==================== memory_arbiter_flat
===== src/rtl/memory_arbiter_pkg.sv =====
// rtl/memory_arbiter_pkg.sv - shared cache interface types: arbiter FSM state and client id
package cache_interface_types;

    typedef enum logic [1:0] {
        ARB_IDLE,
        ARB_ISSUE,
        ARB_WAIT,
        ARB_RESP
    } arb_state_t;

    typedef enum logic {
        ARB_CLIENT_I,
        ARB_CLIENT_D
    } arb_client_t;

endpackage


===== src/rtl/memory_interface.sv =====
// rtl/memory_interface.sv - line-wide memory request/response port shared by caches and memory
interface memory_interface #(
    parameter int ADDR_SIZE = 32,
    parameter int LINE_SIZE = 256
);
    logic [ADDR_SIZE-1:0] addr;
    logic [LINE_SIZE-1:0] wr_data;
    logic [LINE_SIZE-1:0] rd_data;
    logic                 write;
    logic                 valid;
    logic                 ready;

    modport master (
        output addr, wr_data, write, valid,
        input  rd_data, ready
    );

    modport slave (
        input  addr, wr_data, write, valid,
        output rd_data, ready
    );
endinterface


===== src/rtl/memory_arbiter_pick2.sv =====
// rtl/memory_arbiter_pick2.sv - two-way client picker; round-robin under ARB_ROUND_ROBIN_EN, else D-cache priority
module arb_pick2
    import cache_interface_types::*;
(
    input  logic [1:0]  req_i,
    output arb_client_t grant_o
`ifdef ARB_ROUND_ROBIN_EN
    ,
    input  arb_client_t last_i
`endif
);

    always_comb begin
        grant_o = ARB_CLIENT_I;
        if (req_i == 2'b11) begin
`ifdef ARB_ROUND_ROBIN_EN
            grant_o = (last_i == ARB_CLIENT_D) ? ARB_CLIENT_I : ARB_CLIENT_D;
`else
            grant_o = ARB_CLIENT_D;
`endif
        end else if (req_i[1]) begin
            grant_o = ARB_CLIENT_D;
        end
    end

endmodule


===== src/rtl/memory_arbiter.sv =====
// rtl/memory_arbiter.sv - shares one memory port between I-cache and D-cache; ARB_ROUND_ROBIN_EN selects round-robin
module memory_arbiter
    import cache_interface_types::*;
#(
    parameter int ADDR_SIZE = 32,
    parameter int LINE_SIZE = 256
) (
    input logic             clk_i,
    input logic             reset_ni,
    memory_interface.slave  icache_bus,
    memory_interface.slave  dcache_bus,
    memory_interface.master memory_bus
);

    arb_state_t           state_q, state_d;
    arb_client_t          owner_q, owner_d;
    logic [ADDR_SIZE-1:0] req_addr_q, req_addr_d;
    logic [LINE_SIZE-1:0] req_wdata_q, req_wdata_d;
    logic                 req_write_q, req_write_d;
    logic [LINE_SIZE-1:0] rsp_data_q, rsp_data_d;
    arb_client_t          grant;
`ifdef ARB_ROUND_ROBIN_EN
    arb_client_t          rr_last_q, rr_last_d;
`endif

    arb_pick2 u_pick (
        .req_i   ({dcache_bus.valid, icache_bus.valid}),
        .grant_o (grant)
`ifdef ARB_ROUND_ROBIN_EN
        ,
        .last_i  (rr_last_q)
`endif
    );

    always_ff @(posedge clk_i or negedge reset_ni) begin
        if (!reset_ni) begin
            state_q     <= ARB_IDLE;
            owner_q     <= ARB_CLIENT_I;
            req_addr_q  <= '0;
            req_wdata_q <= '0;
            req_write_q <= 1'b0;
            rsp_data_q  <= '0;
`ifdef ARB_ROUND_ROBIN_EN
            rr_last_q   <= ARB_CLIENT_D;
`endif
        end else begin
            state_q     <= state_d;
            owner_q     <= owner_d;
            req_addr_q  <= req_addr_d;
            req_wdata_q <= req_wdata_d;
            req_write_q <= req_write_d;
            rsp_data_q  <= rsp_data_d;
`ifdef ARB_ROUND_ROBIN_EN
            rr_last_q   <= rr_last_d;
`endif
        end
    end

    always_comb begin
        state_d     = state_q;
        owner_d     = owner_q;
        req_addr_d  = req_addr_q;
        req_wdata_d = req_wdata_q;
        req_write_d = req_write_q;
        rsp_data_d  = rsp_data_q;
`ifdef ARB_ROUND_ROBIN_EN
        rr_last_d   = rr_last_q;
`endif
        case (state_q)
            ARB_IDLE: begin
                // Valid is only sampled here; later arrivals wait with ready held high.
                if (memory_bus.ready && (icache_bus.valid || dcache_bus.valid)) begin
                    owner_d = grant;
                    state_d = ARB_ISSUE;
                    if (grant == ARB_CLIENT_D) begin
                        req_addr_d  = dcache_bus.addr;
                        req_wdata_d = dcache_bus.wr_data;
                        req_write_d = dcache_bus.write;
                    end else begin
                        req_addr_d  = icache_bus.addr;
                        req_wdata_d = icache_bus.wr_data;
                        req_write_d = icache_bus.write;
                    end
                end
            end
            ARB_ISSUE: begin
                if (!memory_bus.ready) begin
                    state_d = ARB_WAIT;
                end
            end
            ARB_WAIT: begin
                if (memory_bus.ready) begin
                    rsp_data_d = memory_bus.rd_data;
                    state_d    = ARB_RESP;
                end
            end
            default: begin
`ifdef ARB_ROUND_ROBIN_EN
                rr_last_d = owner_q;
`endif
                state_d   = ARB_IDLE;
            end
        endcase
    end

    // Idle readiness follows memory so an idle cache sees exactly the memory handshake.
    always_comb begin
        memory_bus.valid   = (state_q == ARB_ISSUE);
        memory_bus.addr    = '0;
        memory_bus.wr_data = '0;
        memory_bus.write   = 1'b0;
        icache_bus.rd_data = rsp_data_q;
        dcache_bus.rd_data = rsp_data_q;
        icache_bus.ready   = memory_bus.ready;
        dcache_bus.ready   = memory_bus.ready;
        case (state_q)
            ARB_ISSUE, ARB_WAIT: begin
                memory_bus.addr    = req_addr_q;
                memory_bus.wr_data = req_wdata_q;
                memory_bus.write   = req_write_q;
                icache_bus.ready   = (owner_q != ARB_CLIENT_I);
                dcache_bus.ready   = (owner_q != ARB_CLIENT_D);
            end
            ARB_RESP: begin
                icache_bus.ready = 1'b1;
                dcache_bus.ready = 1'b1;
            end
            default: ;
        endcase
    end

endmodule


===== src/flat_wrapper.sv =====
// flat-port wrapper written by rule: the top's interface ports become plain ports
module memory_arbiter_flat import cache_interface_types::*;
#(
    parameter int ADDR_SIZE = 32,
    parameter int LINE_SIZE = 256
)
  (clk_i, reset_ni, icache_bus_addr, icache_bus_wr_data, icache_bus_write, icache_bus_valid, icache_bus_rd_data, icache_bus_ready, dcache_bus_addr, dcache_bus_wr_data, dcache_bus_write, dcache_bus_valid, dcache_bus_rd_data, dcache_bus_ready, memory_bus_addr, memory_bus_wr_data, memory_bus_write, memory_bus_valid, memory_bus_rd_data, memory_bus_ready);
  memory_interface #(.ADDR_SIZE(ADDR_SIZE), .LINE_SIZE(LINE_SIZE)) icache_bus_i ();
  memory_interface #(.ADDR_SIZE(ADDR_SIZE), .LINE_SIZE(LINE_SIZE)) dcache_bus_i ();
  memory_interface #(.ADDR_SIZE(ADDR_SIZE), .LINE_SIZE(LINE_SIZE)) memory_bus_i ();
  input logic clk_i;
  input logic reset_ni;
  input wire logic [$bits(icache_bus_i.addr)-1:0] icache_bus_addr;
  input wire logic [$bits(icache_bus_i.wr_data)-1:0] icache_bus_wr_data;
  input wire logic [$bits(icache_bus_i.write)-1:0] icache_bus_write;
  input wire logic [$bits(icache_bus_i.valid)-1:0] icache_bus_valid;
  output wire logic [$bits(icache_bus_i.rd_data)-1:0] icache_bus_rd_data;
  output wire logic [$bits(icache_bus_i.ready)-1:0] icache_bus_ready;
  input wire logic [$bits(dcache_bus_i.addr)-1:0] dcache_bus_addr;
  input wire logic [$bits(dcache_bus_i.wr_data)-1:0] dcache_bus_wr_data;
  input wire logic [$bits(dcache_bus_i.write)-1:0] dcache_bus_write;
  input wire logic [$bits(dcache_bus_i.valid)-1:0] dcache_bus_valid;
  output wire logic [$bits(dcache_bus_i.rd_data)-1:0] dcache_bus_rd_data;
  output wire logic [$bits(dcache_bus_i.ready)-1:0] dcache_bus_ready;
  output wire logic [$bits(memory_bus_i.addr)-1:0] memory_bus_addr;
  output wire logic [$bits(memory_bus_i.wr_data)-1:0] memory_bus_wr_data;
  output wire logic [$bits(memory_bus_i.write)-1:0] memory_bus_write;
  output wire logic [$bits(memory_bus_i.valid)-1:0] memory_bus_valid;
  input wire logic [$bits(memory_bus_i.rd_data)-1:0] memory_bus_rd_data;
  input wire logic [$bits(memory_bus_i.ready)-1:0] memory_bus_ready;
  assign icache_bus_i.addr = icache_bus_addr;
  assign icache_bus_i.wr_data = icache_bus_wr_data;
  assign icache_bus_i.write = icache_bus_write;
  assign icache_bus_i.valid = icache_bus_valid;
  assign icache_bus_rd_data = icache_bus_i.rd_data;
  assign icache_bus_ready = icache_bus_i.ready;
  assign dcache_bus_i.addr = dcache_bus_addr;
  assign dcache_bus_i.wr_data = dcache_bus_wr_data;
  assign dcache_bus_i.write = dcache_bus_write;
  assign dcache_bus_i.valid = dcache_bus_valid;
  assign dcache_bus_rd_data = dcache_bus_i.rd_data;
  assign dcache_bus_ready = dcache_bus_i.ready;
  assign memory_bus_addr = memory_bus_i.addr;
  assign memory_bus_wr_data = memory_bus_i.wr_data;
  assign memory_bus_write = memory_bus_i.write;
  assign memory_bus_valid = memory_bus_i.valid;
  assign memory_bus_i.rd_data = memory_bus_rd_data;
  assign memory_bus_i.ready = memory_bus_ready;
  memory_arbiter #(.ADDR_SIZE(ADDR_SIZE), .LINE_SIZE(LINE_SIZE)) u_core (.clk_i(clk_i), .reset_ni(reset_ni), .icache_bus(icache_bus_i), .dcache_bus(dcache_bus_i), .memory_bus(memory_bus_i));
endmodule

===== config.mk =====
export PLATFORM = sky130hd
export DESIGN_NAME = memory_arbiter_flat
export DESIGN_NICKNAME = d
export VERILOG_FILES = /design/src/rtl/memory_arbiter_pkg.sv /design/src/rtl/memory_interface.sv /design/src/rtl/memory_arbiter_pick2.sv /design/src/rtl/memory_arbiter.sv /design/src/flat_wrapper.sv
export SDC_FILE = /design/constraint.sdc
export NUM_CORES = 1
export LEC_CHECK = 0
export CAP_MARGIN = 20
export CORE_AREA = 2 2 646 648
export CTS_CLUSTER_DIAMETER = 200
export CTS_CLUSTER_SIZE = 12
export DETAILED_ROUTE_END_ITERATION = 6
export DIE_AREA = 0 0 648 650
export MAX_ROUTING_LAYER = met4
export SLEW_MARGIN = 20
export SYNTH_ARGS = -nofsm -noshare
export SYNTH_HDL_FRONTEND = slang
export SYNTH_SLANG_ARGS = --single-unit

===== constraint.sdc =====
create_clock -name clk_i -period 1.7 [get_ports clk_i]
set_input_delay 0.17 -clock clk_i [delete_from_list [all_inputs] [get_ports clk_i]]
set_output_delay 0.17 -clock clk_i [all_outputs]
set_load 0.05 [all_outputs]

==================== video_stream_tx
**src/rtl/video_stream_tx_pkg.sv**
```systemverilog
// Shared types and constants for the pixel-stream transmitter.
// Holds the pixel width, default frame geometry and the 2-bit TX state encodings.
package video_stream_tx_pkg;

    localparam int PIXEL_SIZE       = 24;
    localparam int WORD_SIZE        = 32;
    localparam int FRAME_WIDTH_DEF  = 640;
    localparam int FRAME_HEIGHT_DEF = 480;

    typedef logic [PIXEL_SIZE-1:0] pixel_t;

    typedef enum logic [1:0] {
        TX_IDLE   = 2'd0,
        TX_ACTIVE = 2'd1,
        TX_HBLANK = 2'd2,
        TX_VBLANK = 2'd3
    } tx_state_t;

    function automatic int max_int(input int a, input int b);
        return (a > b) ? a : b;
    endfunction

    // A dimension of 1 still needs a 1-bit counter.
    function automatic int cnt_w(input int n);
        return (n > 1) ? $clog2(n) : 1;
    endfunction

endpackage

```
**src/rtl/video_stream_tx_blank_counter.sv**
```systemverilog
// Loadable down-counter timing both horizontal and vertical blanking.
// Loaded with N-1 on entry to a blank state; done while the count sits at zero.
module blank_counter #(
    parameter int WIDTH = 4
) (
    input  logic             clk,
    input  logic             reset_n,
    input  logic             load,
    input  logic [WIDTH-1:0] value,
    output logic             done
);

    logic [WIDTH-1:0] cnt_q, cnt_d;

    always_comb begin
        cnt_d = cnt_q;
        if (load)
            cnt_d = value;
        else if (cnt_q != '0)
            cnt_d = cnt_q - 1'b1;
    end

    always_ff @(posedge clk) begin
        if (!reset_n)
            cnt_q <= '0;
        else
            cnt_q <= cnt_d;
    end

    assign done = (cnt_q == '0);

endmodule

```
**src/rtl/video_stream_tx.sv**
```systemverilog
// Pixel-stream transmitter: valid/ready pixels in, en/hsync/vsync/data out,
// with programmable horizontal and vertical blanking and a 1-cycle pixel latency.
module video_stream_tx
    import video_stream_tx_pkg::*;
#(
    parameter int FRAME_WIDTH  = FRAME_WIDTH_DEF,
    parameter int FRAME_HEIGHT = FRAME_HEIGHT_DEF,
    parameter int H_BLANK      = 16,
    parameter int V_BLANK      = 64
) (
    input  logic        clk,
    input  logic        reset_n,
    input  logic        run,
    input  logic        in_valid,
    input  pixel_t      in_data,
    output logic        in_ready,
    output logic        en,
    output logic        hsync,
    output logic        vsync,
    output pixel_t      data,
    output logic        busy,
    output logic        underrun,
    output logic [31:0] frame
);

    localparam int XW = cnt_w(FRAME_WIDTH);
    localparam int YW = cnt_w(FRAME_HEIGHT);
    localparam int BW = $clog2(max_int(H_BLANK, V_BLANK) + 1);
    localparam logic [XW-1:0] X_LAST = XW'(FRAME_WIDTH - 1);
    localparam logic [YW-1:0] Y_LAST = YW'(FRAME_HEIGHT - 1);

    tx_state_t       state_q, state_d;
    logic [XW-1:0]   x_q, x_d;
    logic [YW-1:0]   y_q, y_d;
    logic            en_q, hsync_q, vsync_q, busy_q, underrun_q;
    pixel_t          data_q;
    logic [31:0]     frame_q;
    logic            accept, line_end, frame_end;
    logic            blank_load, blank_done;
    logic [BW-1:0]   blank_value;

    assign accept    = in_ready & in_valid;
    assign line_end  = accept && (x_q == X_LAST);
    assign frame_end = line_end && (y_q == Y_LAST);

    always_ff @(posedge clk) begin
        if (!reset_n)
            state_q <= TX_IDLE;
        else
            state_q <= state_d;
    end

    always_comb begin
        state_d = state_q;
        case (state_q)
            TX_IDLE:   if (run) state_d = TX_ACTIVE;
            TX_ACTIVE: begin
                if (frame_end)     state_d = TX_VBLANK;
                else if (line_end) state_d = TX_HBLANK;
            end
            TX_HBLANK: if (blank_done) state_d = TX_ACTIVE;
            TX_VBLANK: if (blank_done) state_d = run ? TX_ACTIVE : TX_IDLE;
            default:   state_d = TX_IDLE;
        endcase
    end

    // in_ready is a pure state decode so it never loops back through in_valid.
    always_comb begin
        in_ready    = (state_q == TX_ACTIVE);
        blank_load  = line_end;
        blank_value = frame_end ? BW'(V_BLANK - 1) : BW'(H_BLANK - 1);
    end

    blank_counter #(.WIDTH(BW)) u_blank (
        .clk     (clk),
        .reset_n (reset_n),
        .load    (blank_load),
        .value   (blank_value),
        .done    (blank_done)
    );

    always_comb begin
        x_d = x_q;
        y_d = y_q;
        if (line_end) begin
            x_d = '0;
            y_d = (y_q == Y_LAST) ? '0 : y_q + 1'b1;
        end else if (accept) begin
            x_d = x_q + 1'b1;
        end
    end

    always_ff @(posedge clk) begin
        if (!reset_n) begin
            x_q        <= '0;
            y_q        <= '0;
            en_q       <= 1'b0;
            hsync_q    <= 1'b0;
            vsync_q    <= 1'b0;
            data_q     <= '0;
            busy_q     <= 1'b0;
            underrun_q <= 1'b0;
            frame_q    <= '0;
        end else begin
            x_q     <= x_d;
            y_q     <= y_d;
            en_q    <= accept;
            hsync_q <= accept && (x_q == '0);
            vsync_q <= accept && (x_q == '0) && (y_q == '0);
            data_q  <= accept ? in_data : '0;
            busy_q  <= (state_d != TX_IDLE);
            if (state_q == TX_IDLE && run)
                underrun_q <= 1'b0;
            else if (state_q == TX_ACTIVE && !in_valid)
                underrun_q <= 1'b1;
            if (frame_end)
                frame_q <= frame_q + 32'd1;
        end
    end

    assign en       = en_q;
    assign hsync    = hsync_q;
    assign vsync    = vsync_q;
    assign data     = data_q;
    assign busy     = busy_q;
    assign underrun = underrun_q;
    assign frame    = frame_q;

endmodule

```
**config.mk**
```make
export PLATFORM = sky130hd
export DESIGN_NAME = video_stream_tx
export DESIGN_NICKNAME = d
export VERILOG_FILES = /design/src/rtl/video_stream_tx_pkg.sv /design/src/rtl/video_stream_tx_blank_counter.sv /design/src/rtl/video_stream_tx.sv
export SDC_FILE = /design/constraint.sdc
export NUM_CORES = 1
export LEC_CHECK = 0
export CAP_MARGIN = 20
export CORE_ASPECT_RATIO = 1.2
export CORE_MARGIN = 3
export CORE_UTILIZATION = 46
export CTS_CLUSTER_SIZE = 14
export DETAILED_ROUTE_END_ITERATION = 16
export GPL_ROUTABILITY_DRIVEN = 0
export HOLD_SLACK_MARGIN = 0.12
export PLACE_DENSITY = 0.74
export SETUP_SLACK_MARGIN = 0.5
export SLEW_MARGIN = 20
export SYNTH_ARGS = -nofsm -noshare
export SYNTH_HDL_FRONTEND = slang
export SYNTH_SLANG_ARGS = --single-unit
```
**constraint.sdc**
```tcl
create_clock -name clk -period 3 [get_ports clk]
set_clock_uncertainty 0.05 [all_clocks]
set_input_delay 0.6 -clock clk [delete_from_list [all_inputs] [get_ports clk]]
set_output_delay 0.6 -clock clk [all_outputs]
set_load 0.02 [all_outputs]
```
==================== mux_scan_ctrl_flat
===== config.mk =====
export PLATFORM = sky130hd
export DESIGN_NAME = mux_scan_ctrl_flat
export DESIGN_NICKNAME = d
export VERILOG_FILES = /design/src/rtl/mux_scan_ctrl_pkg.sv /design/src/rtl/mux_scan_ctrl_if.sv /design/src/rtl/mux_scan_ctrl_settle_cnt.sv /design/src/rtl/mux_scan_ctrl.sv /design/src/flat_wrapper.sv
export SDC_FILE = /design/constraint.sdc
export NUM_CORES = 1
export LEC_CHECK = 0
export CAP_MARGIN = 40
export CORE_MARGIN = 2
export CORE_UTILIZATION = 38
export CTS_CLUSTER_DIAMETER = 80
export DETAILED_ROUTE_END_ITERATION = 10
export GPL_TIMING_DRIVEN = 0
export PLACE_DENSITY = 0.61
export SYNTH_ARGS = -nofsm -noshare
export SYNTH_HDL_FRONTEND = slang
export SYNTH_SLANG_ARGS = --single-unit

===== constraint.sdc =====
create_clock -name clk -period 2.6 [get_ports clk]
set_input_delay 0.52 -clock clk [delete_from_list [all_inputs] [get_ports clk]]
set_output_delay 0.52 -clock clk [all_outputs]
set_load 0.1 [all_outputs]

===== src/rtl/mux_scan_ctrl_pkg.sv =====
// Shared types and sizing for the mux scan sequencer.
package mux_scan_pkg;

  localparam int NUM_CH         = 4;
  localparam int SEL_W_FIX      = $clog2(NUM_CH);
  localparam int SETTLE_CYC_MAX = 15;
  localparam int CNT_W          = $clog2(SETTLE_CYC_MAX + 1);

  typedef enum logic [1:0] {
    IDLE   = 2'd0,
    SETTLE = 2'd1,
    SAMPLE = 2'd2
  } scan_state_e;

endpackage


===== src/rtl/mux_scan_ctrl_if.sv =====
// Handshake and mux-facing signals of the scan sequencer.
interface mux_scan_ctrl_if;
  import mux_scan_pkg::*;

  logic                  start;
  logic                  cont;
  logic                  mux_out;
  logic [SEL_W_FIX-1:0]  sel;
  logic                  busy;
  logic                  done;
  logic [NUM_CH-1:0]     data_out;

  modport master (
    output start, cont, mux_out,
    input  sel, busy, done, data_out
  );

  modport slave (
    input  start, cont, mux_out,
    output sel, busy, done, data_out
  );

endinterface


===== src/rtl/mux_scan_ctrl_settle_cnt.sv =====
// Loadable settle down-counter; holds at zero and flags it.
module mux_scan_settle_cnt
  import mux_scan_pkg::*;
(
  input  logic             clk,
  input  logic             rst,
  input  logic             load_i,
  input  logic             dec_i,
  input  logic [CNT_W-1:0] load_val_i,
  output logic             zero_o
);

  logic [CNT_W-1:0] cnt_q;

  // Load has priority over decrement; never wraps below zero.
  always_ff @(posedge clk or posedge rst) begin
    if (rst) begin
      cnt_q <= '0;
    end else if (load_i) begin
      cnt_q <= load_val_i;
    end else if (dec_i && (cnt_q != '0)) begin
      cnt_q <= cnt_q - CNT_W'(1);
    end
  end

  assign zero_o = (cnt_q == '0);

endmodule


===== src/rtl/mux_scan_ctrl.sv =====
// Mux scan sequencer: steps sel through 0..3, settles, samples mux_out
// and assembles the samples into one word.
//
//   state  | meaning
//   IDLE   | waiting for start, sel parked at 0
//   SETTLE | sel just changed, counting settle cycles
//   SAMPLE | one cycle; mux_out captured at its closing edge
module mux_scan_ctrl
  import mux_scan_pkg::*;
#(
  parameter int unsigned SETTLE_CYC = 1,
  parameter int unsigned SEL_W      = 2
) (
  input logic            clk,
  input logic            rst,
  mux_scan_ctrl_if.slave bus
);

  if (SEL_W != 2) begin : g_bad_sel_w
    $error("mux_scan_ctrl: SEL_W must be 2");
  end
  if (SETTLE_CYC > SETTLE_CYC_MAX) begin : g_bad_settle
    $error("mux_scan_ctrl: SETTLE_CYC must be 0..15");
  end

  // With no settle time every channel goes straight to SAMPLE.
  localparam scan_state_e      FIRST_ST = (SETTLE_CYC == 0) ? SAMPLE : SETTLE;
  localparam logic [CNT_W-1:0] LOAD_VAL =
    (SETTLE_CYC == 0) ? '0 : CNT_W'(SETTLE_CYC - 1);
  localparam logic [SEL_W-1:0] LAST_CH  = SEL_W'(NUM_CH - 1);

  scan_state_e             state_q, state_d;
  logic [SEL_W-1:0]        sel_q, sel_d;
  logic [NUM_CH-2:0]       shadow_q, shadow_d;
  logic [NUM_CH-1:0]       data_q, data_d;
  logic                    done_q, done_d;
  logic                    busy_q, busy_d;
  logic                    cnt_load, cnt_dec, cnt_zero;

  mux_scan_settle_cnt u_settle_cnt (
    .clk        (clk),
    .rst        (rst),
    .load_i     (cnt_load),
    .dec_i      (cnt_dec),
    .load_val_i (LOAD_VAL),
    .zero_o     (cnt_zero)
  );

  // State and datapath registers; reset discards any partial word.
  always_ff @(posedge clk or posedge rst) begin
    if (rst) begin
      state_q  <= IDLE;
      sel_q    <= '0;
      shadow_q <= '0;
      data_q   <= '0;
      done_q   <= 1'b0;
      busy_q   <= 1'b0;
    end else begin
      state_q  <= state_d;
      sel_q    <= sel_d;
      shadow_q <= shadow_d;
      data_q   <= data_d;
      done_q   <= done_d;
      busy_q   <= busy_d;
    end
  end

  // Next-state and datapath update.
  always_comb begin
    state_d  = state_q;
    sel_d    = sel_q;
    shadow_d = shadow_q;
    data_d   = data_q;
    done_d   = 1'b0;
    busy_d   = busy_q;
    cnt_load = 1'b0;
    cnt_dec  = 1'b0;

    case (state_q)
      IDLE: begin
        sel_d  = '0;
        busy_d = 1'b0;
        // The done cycle still belongs to the finished scan, so a start
        // seen there is not taken.
        if (bus.start && !done_q) begin
          busy_d   = 1'b1;
          state_d  = FIRST_ST;
          cnt_load = 1'b1;
        end
      end

      SETTLE: begin
        if (cnt_zero) begin
          state_d = SAMPLE;
        end else begin
          cnt_dec = 1'b1;
        end
      end

      SAMPLE: begin
        if (sel_q == LAST_CH) begin
          data_d = {bus.mux_out, shadow_q};
          done_d = 1'b1;
          sel_d  = '0;
          if (bus.cont) begin
            state_d  = FIRST_ST;
            cnt_load = 1'b1;
          end else begin
            state_d = IDLE;
            busy_d  = 1'b0;
          end
        end else begin
          case (sel_q)
            2'd0:    shadow_d[0] = bus.mux_out;
            2'd1:    shadow_d[1] = bus.mux_out;
            2'd2:    shadow_d[2] = bus.mux_out;
            default: ;
          endcase
          sel_d    = sel_q + SEL_W'(1);
          state_d  = FIRST_ST;
          cnt_load = 1'b1;
        end
      end

      default: state_d = IDLE;
    endcase
  end

  assign bus.sel      = sel_q;
  assign bus.busy     = busy_q;
  assign bus.done     = done_q;
  assign bus.data_out = data_q;

endmodule


===== src/flat_wrapper.sv =====
// flat-port wrapper written by rule: the top's interface ports become plain ports
module mux_scan_ctrl_flat import mux_scan_pkg::*;
#(
  parameter int unsigned SETTLE_CYC = 1,
  parameter int unsigned SEL_W      = 2
)
  (clk, rst, bus_start, bus_cont, bus_mux_out, bus_sel, bus_busy, bus_done, bus_data_out);
  mux_scan_ctrl_if bus_i ();
  input logic clk;
  input logic rst;
  input wire logic [$bits(bus_i.start)-1:0] bus_start;
  input wire logic [$bits(bus_i.cont)-1:0] bus_cont;
  input wire logic [$bits(bus_i.mux_out)-1:0] bus_mux_out;
  output wire logic [$bits(bus_i.sel)-1:0] bus_sel;
  output wire logic [$bits(bus_i.busy)-1:0] bus_busy;
  output wire logic [$bits(bus_i.done)-1:0] bus_done;
  output wire logic [$bits(bus_i.data_out)-1:0] bus_data_out;
  assign bus_i.start = bus_start;
  assign bus_i.cont = bus_cont;
  assign bus_i.mux_out = bus_mux_out;
  assign bus_sel = bus_i.sel;
  assign bus_busy = bus_i.busy;
  assign bus_done = bus_i.done;
  assign bus_data_out = bus_i.data_out;
  mux_scan_ctrl #(.SETTLE_CYC(SETTLE_CYC), .SEL_W(SEL_W)) u_core (.clk(clk), .rst(rst), .bus(bus_i));
endmodule

==================== aes_block_loader
### src/rtl/aes_loader_pkg.sv
// Shared constants and types for the AES block loader.
package aes_loader_pkg;

  localparam int NUMBITS_DEF    = 8;
  localparam int BLOCKBYTES_DEF = 16;
  // Width of the byte counter: must hold 0..BLOCKBYTES inclusive.
  localparam int CNT_W          = $clog2(BLOCKBYTES_DEF + 1);
  // Width of the blk_nbytes output.
  localparam int NBYTES_W       = 5;

  typedef enum logic {
    FILL    = 1'b0,
    PRESENT = 1'b1
  } state_t;

endpackage

### src/rtl/blk_byte_shifter.sv
// Block register for the AES loader: writes one byte at a given position
// (position 0 lands in the most significant byte) and clears on request.
module blk_byte_shifter #(
  parameter int NUMBITS    = 8,
  parameter int BLOCKBYTES = 16,
  parameter int CW         = $clog2(BLOCKBYTES + 1)
) (
  input  logic                          clk,
  input  logic                          rst,
  input  logic                          clr,
  input  logic                          wr_en,
  input  logic [CW-1:0]                 wr_pos,
  input  logic [NUMBITS-1:0]            wr_data,
  output logic [NUMBITS*BLOCKBYTES-1:0] blk_data
);

  logic [NUMBITS*BLOCKBYTES-1:0] blk_q;

  // Block register: clear has priority over a same-cycle byte write.
  // NOTE: this register is reset explicitly because unfilled bytes of a
  // flushed block must read as zero; a plain RAM would not give that.
  always_ff @(posedge clk) begin
    if (rst || clr) begin
      blk_q <= '0;
    end else if (wr_en) begin
      for (int i = 0; i < BLOCKBYTES; i++) begin
        if (wr_pos == CW'(i)) begin
          blk_q[(BLOCKBYTES-1-i)*NUMBITS +: NUMBITS] <= wr_data;
        end
      end
    end
  end

  assign blk_data = blk_q;

endmodule

### src/rtl/aes_block_loader.sv
// Assembles bytes popped from a byte FIFO into AES blocks and presents them
// with a valid/ready handshake. A flush pulse closes a partial block.
// Optional feature macro: AES_LOADER_ZERO_PAD_EN -- when defined, a flushed
// partial block is emitted with its unfilled bytes reading zero; when
// undefined, a flushed partial block is discarded.
module aes_block_loader
  import aes_loader_pkg::*;
#(
  parameter int NUMBITS    = NUMBITS_DEF,
  parameter int BLOCKBYTES = BLOCKBYTES_DEF
) (
  input  logic                          clk,
  input  logic                          rst,
  input  logic                          fifo_empty,
  input  logic [NUMBITS-1:0]            fifo_r_data,
  output logic                          fifo_r_enable,
  input  logic                          flush,
  output logic                          blk_valid,
  input  logic                          blk_ready,
  output logic [NUMBITS*BLOCKBYTES-1:0] blk_data,
  output logic                          blk_last,
  output logic [NBYTES_W-1:0]           blk_nbytes
);

  localparam int CW = $clog2(BLOCKBYTES + 1);

  state_t              state_q, state_d;
  logic [CW-1:0]       cnt_q, cnt_d, cnt_inc;
  logic                last_q, last_d;
  logic [NBYTES_W-1:0] nb_q, nb_d;
  logic                pop;
  logic                clr;

  // Next-state, counter and block-close decisions.
  // NOTE: every signal gets a default first so no path leaves it unassigned,
  // which would otherwise infer a latch.
  always_comb begin
    state_d = state_q;
    cnt_d   = cnt_q;
    last_d  = last_q;
    nb_d    = nb_q;
    pop     = 1'b0;
    clr     = 1'b0;
    cnt_inc = '0;
    unique case (state_q)
      FILL: begin
        pop     = !fifo_empty;
        cnt_inc = cnt_q + CW'(pop);
        cnt_d   = cnt_inc;
        if (pop && (cnt_inc == CW'(BLOCKBYTES))) begin
          // Full block; a coincident flush only marks it as last.
          state_d = PRESENT;
          last_d  = flush;
          nb_d    = NBYTES_W'(BLOCKBYTES);
        end else if (flush && (cnt_inc != '0)) begin
`ifdef AES_LOADER_ZERO_PAD_EN
          // Unfilled positions already read zero: the register is cleared
          // on every handshake and reset.
          state_d = PRESENT;
          last_d  = 1'b1;
          nb_d    = NBYTES_W'(cnt_inc);
`else
          // Partial block is dropped, including a same-cycle popped byte.
          cnt_d   = '0;
          clr     = 1'b1;
`endif
        end
      end
      PRESENT: begin
        if (blk_ready) begin
          state_d = FILL;
          cnt_d   = '0;
          last_d  = 1'b0;
          nb_d    = '0;
          clr     = 1'b1;
        end
      end
      default: state_d = FILL;
    endcase
  end

  // State, counter and block metadata registers.
  // NOTE: sequential state uses non-blocking assignments so all registers
  // update together from pre-edge values.
  always_ff @(posedge clk) begin
    if (rst) begin
      state_q <= FILL;
      cnt_q   <= '0;
      last_q  <= 1'b0;
      nb_q    <= '0;
    end else begin
      state_q <= state_d;
      cnt_q   <= cnt_d;
      last_q  <= last_d;
      nb_q    <= nb_d;
    end
  end

  blk_byte_shifter #(
    .NUMBITS    (NUMBITS),
    .BLOCKBYTES (BLOCKBYTES),
    .CW         (CW)
  ) u_shifter (
    .clk      (clk),
    .rst      (rst),
    .clr      (clr),
    .wr_en    (pop),
    .wr_pos   (cnt_q),
    .wr_data  (fifo_r_data),
    .blk_data (blk_data)
  );

  // Strobes are masked during reset so they drop in the reset cycle itself.
  assign fifo_r_enable = pop && !rst;
  assign blk_valid     = (state_q == PRESENT) && !rst;
  assign blk_last      = last_q;
  assign blk_nbytes    = nb_q;

endmodule

### config.mk
export PLATFORM = sky130hd
export DESIGN_NAME = aes_block_loader
export DESIGN_NICKNAME = d
export VERILOG_FILES = /design/src/rtl/aes_loader_pkg.sv /design/src/rtl/blk_byte_shifter.sv /design/src/rtl/aes_block_loader.sv
export SDC_FILE = /design/constraint.sdc
export NUM_CORES = 1
export LEC_CHECK = 0
export ABC_AREA = 1
export CORE_MARGIN = 5
export CORE_UTILIZATION = 50
export CTS_BUF_LIST = sky130_fd_sc_hd__clkbuf_4
export DETAILED_ROUTE_END_ITERATION = 7
export GPL_TIMING_DRIVEN = 0
export HOLD_SLACK_MARGIN = 0.08
export PLACE_DENSITY = 0.82
export SYNTH_ARGS = -nofsm -noshare
export SYNTH_HDL_FRONTEND = slang
export SYNTH_SLANG_ARGS = --single-unit
### constraint.sdc
create_clock -name clk -period 2.6 [get_ports clk]
set_clock_uncertainty 0.1 [all_clocks]
set_input_delay 0.52 -clock clk [delete_from_list [all_inputs] [get_ports clk]]
set_output_delay 0.52 -clock clk [all_outputs]
set_load 0.02 [all_outputs]

==> notes/layouts.md <==
Pictures saved along the way, in no particular order.

Selected gate families.
shot_01.png
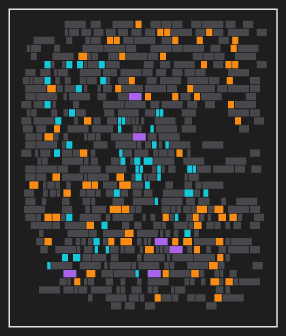
shot_02.png
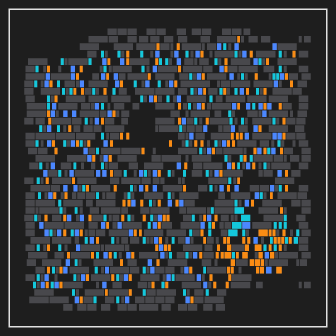
shot_03.png
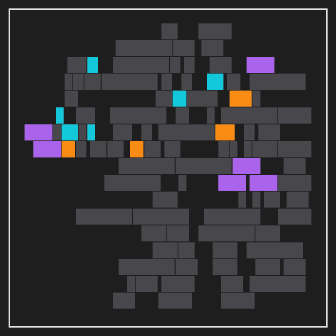
- shot_03.png = mux_scan_ctrl_flat
- shot_02.png = aes_block_loader
- shot_01.png = video_stream_tx
- fewest cells: shot_03.png

Key to shot_03.png:
nor cells: shown in cyan, cells 6. and/or cells: shown in orange, cells 4, most used or3_1. fa/ha/maj cells: shown in purple, cells 6, most used ha_1.

video_stream_tx/congestion_map.png
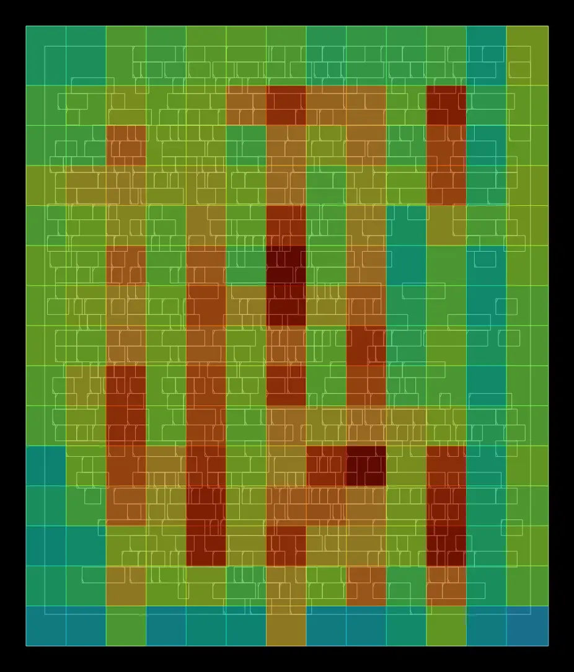
WL per Instance: 15.0 um
GR Layer Usage met3: 0.0330
gr busiest metal: met2

==> results_dict.tcl, video_stream_tx <==
# collected from the flow reports
set metrics [dict create \
    status "finished clean" \
    cp_data_arrival_time_ps 2650 \
    clkSlewWorstSetupHoldPaths_ps 80 \
    fin_ws_ps 577 \
    vias 3535 \
    layout_min_cycle_time_ps 2420 \
    layout_top_cells "89 x dfxtp_1, 89 x clkdlybuf4s50_1, 39 x nand2_1, 33 x a21oi_1, 27 x and3_1" \
    buffers 97 \
    cts_max_level 3 \
    syn2layout_area_growth_pct 30.3 \
    drt_iter0_drc 202 \
    grt_pass1_vias 3332 \
    yosys-stat-area_sq_um 3900 \
    ctsHoldBuffers 0 \
    clkbuf_count 11 \
    dpl.cell_count 621 \
    clkPwrFrac 0.335 \
    place_ws_ps 244 \
    design.core.area_sq_um 8200 \
]
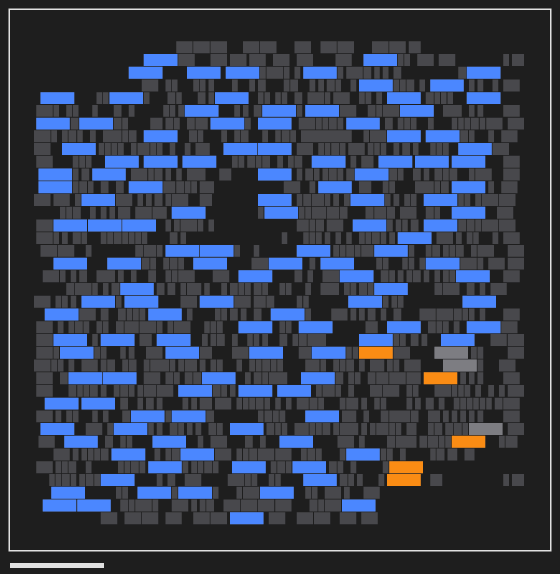
aes_block_loader/ff_map.png
The bar under the picture is 20 um long.
`cnt_q`: shown in orange, sequential cells 5, where lower right. `u_shifter.blk_data`: shown in blue, sequential cells 128, where all over the die.
Another 3 sequential cells are not coloured.

==> results_dict.tcl, aes_block_loader <==
# collected from the flow reports
set metrics [dict create \
    p_comb_mw 0.316 \
    fin_ws_ps 155 \
    wl_met1_mm 6.63 \
    largest_cell_class "flip-flops and latches" \
    io_pins 149 \
    insertedDiodeCount 0 \
    chip_area_sq_um 13300 \
    synthTopCellsByCount "169 x nand2_1, 149 x inv_1, 141 x nor2_1" \
    flops 136 \
    buf_share 0.233 \
    ys_sh_adder 0.00451 \
    post-synth-top-count-cell "nand2_1" \
    peakVddDrop_uv 280 \
    ys_seq_frac 0.490 \
    status "finished clean" \
    yosysUniqueCellTypes 22 \
    clkSinkCount 136 \
]
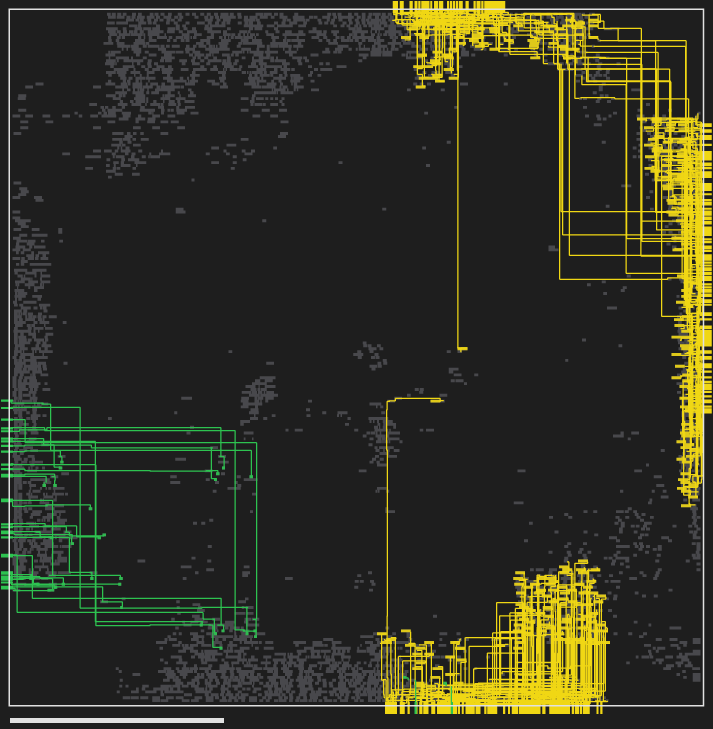
memory_arbiter_flat/port_trees.png
The bar under the picture is 200 um long.
`memory_bus_addr`: shown in green, bits 32, direction output, edge 30 left, 2 bottom, end cells 32, buffers 32, wire 5,000 um. `dcache_bus_rd_data`: shown in yellow, bits 256, direction output, edge 109 right, 100 bottom, 47 top, end cells 256, buffers 256, wire 32.2 mm.

==> results_dict.tcl, memory_arbiter_flat <==
# collected from the flow reports
set metrics [dict create \
    clkSlewWorstSetupHoldPaths_ps 60 \
    io_pins 1643 \
    power_leakage_nw 24.0 \
    final_cells 9886 \
    setup-violations-final 608 \
    power_frac_seq 0.202 \
    min_from "memory_bus_rd_data[141]" \
    edf_count 0 \
    io_buffers 1642 \
    post_cts_buffers 10 \
    ys_cells 2399 \
    regToRegEndpoint "u_core.dcache_bus.rd_data[80]$_DFFE_PN0P_" \
    yosys-stat-area_sq_um 26800 \
    relSlewSlack 0.343 \
    max-cap-violations 0 \
    powerSeq_mw 28.7 \
    syn2layout_area_growth_pct 117 \
    violations "negative setup slack" \
    fin_ws_ps -830 \
    status "finished, violations left" \
    totalWireLength_mm 296 \
    nets 5118 \
    ant_nets 0 \
    grt_start_max_net_pins 62 \
]
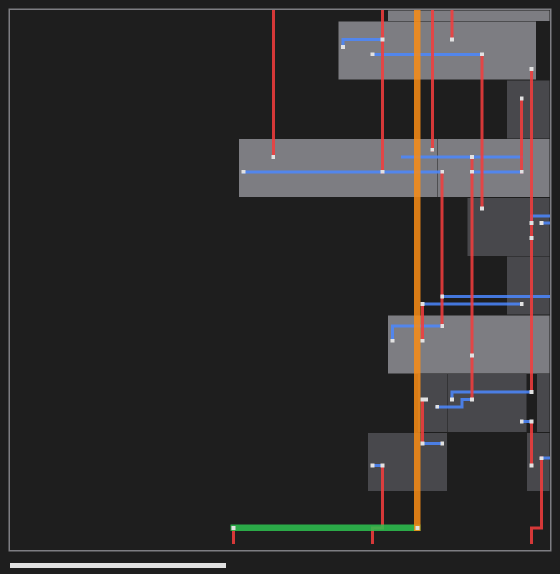
mux_scan_ctrl_flat/closeup.png
The bar under the picture is 10 um long. Region (0, 0) to (25, 25) um. Cells in grey, sequential cells in the stronger grey; small squares are vias.
M1: shown in blue. M3: shown in green. M4: shown in orange. M2: shown in red.
Most frequent: dfrtp_1 (4), clkdlybuf4s50_1 (2). Netlist names of flops here include `u_core.bus.data_out` (2). Sequential cells in the window: 4. 8 logic cells have their middle in the window.

==> results_dict.tcl, mux_scan_ctrl_flat <==
# collected from the flow reports
set metrics [dict create \
    status "finished clean" \
    ys_sh_aoi 0.110 \
    finalClockPeriodUsage 0.776 \
    edf_count 0 \
    p_comb_frac 0.543 \
    crit_chain "clkdlybuf4s50_1, buf_8" \
    dpl.cell_count 121 \
    seq_share 0.372 \
    regToRegEndpoint "u_core.u_settle_cnt.cnt_q[1]$_DFFE_PP0P_" \
    power_leakage_nw 0.536 \
    yosysUniqueCellTypes 23 \
    startpoint "u_core.bus.sel[0]$_DFFE_PP0P_" \
    min-delay-path-class "flip-flop to flip-flop" \
    syn_area_sq_um 841 \
    post_cts_buffers 0 \
    insertedDiodeCount 0 \
    place_ws_ps 875 \
    comb.multi_input.count 48 \
    track_usage 0.145 \
    layout_top_cells "17 x dfrtp_1, 12 x clkdlybuf4s50_1, 8 x inv_1, 8 x buf_8, 7 x mux2_2" \
    dp.final_hpwl_mm 1.16 \
    yosys.area.top_type "dfrtp_1" \
    clk_latency_ps 290 \
    synth_flop_count 17 \
    ant_nets 0 \
]


==> layout pictures side by side <==
I/O nets highlighted.
The bar under the picture is 20 um long.
Plate I
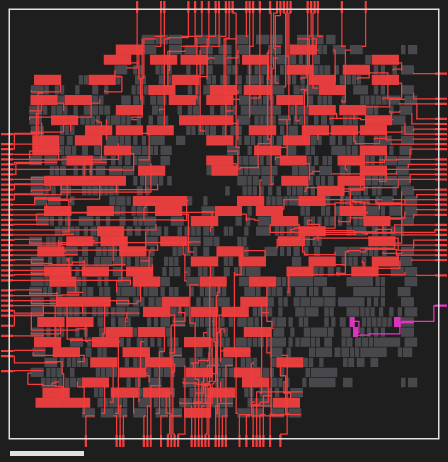
Plate II
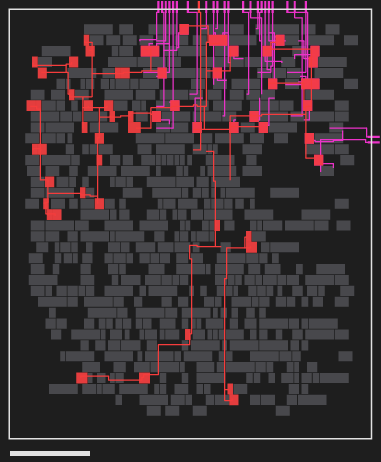
Plate III
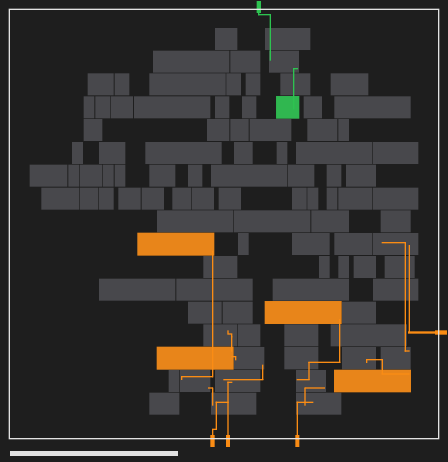
The one with the most cells is Plate I.
The one with the smallest die is Plate III.
Plate I: aes_block_loader
Plate II: video_stream_tx
Plate III: mux_scan_ctrl_flat

Key to Plate III:
`bus_start`: shown in green, bits 1, direction input, edge top, end cells 1, buffers 1, wire 12.2 um. `bus_data_out`: shown in orange, bits 4, direction output, edge 3 bottom, 1 right, end cells 4, buffers 8, wire 103 um.


==> screenshots <==
Routing congestion.
panel A
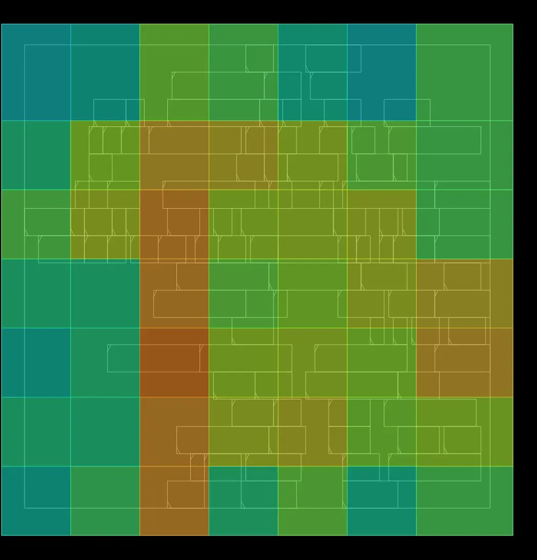
panel B
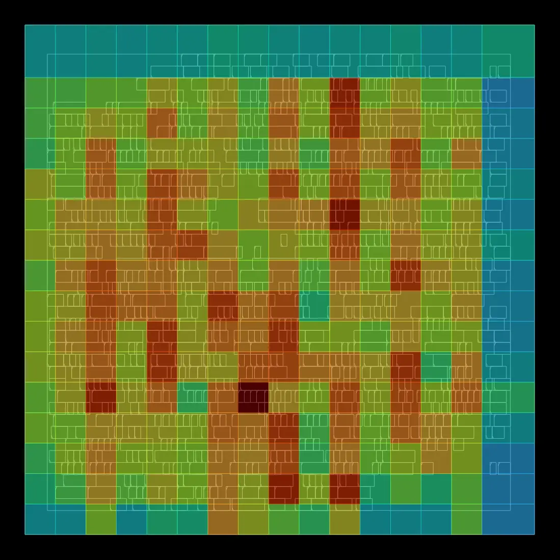
panel C
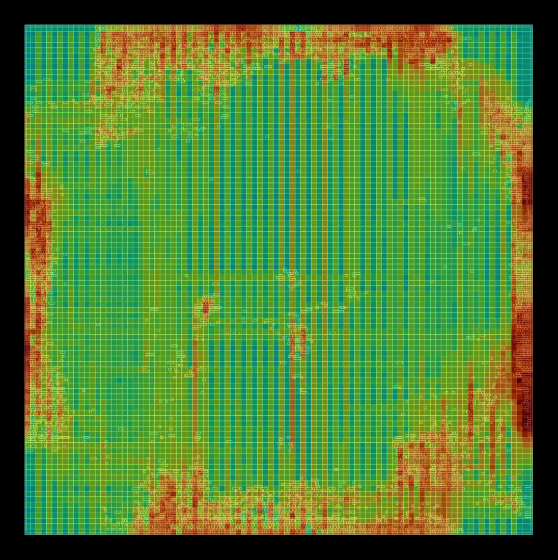
Panel B comes from aes_block_loader.
Panel C comes from memory_arbiter_flat.
Panel A comes from mux_scan_ctrl_flat.

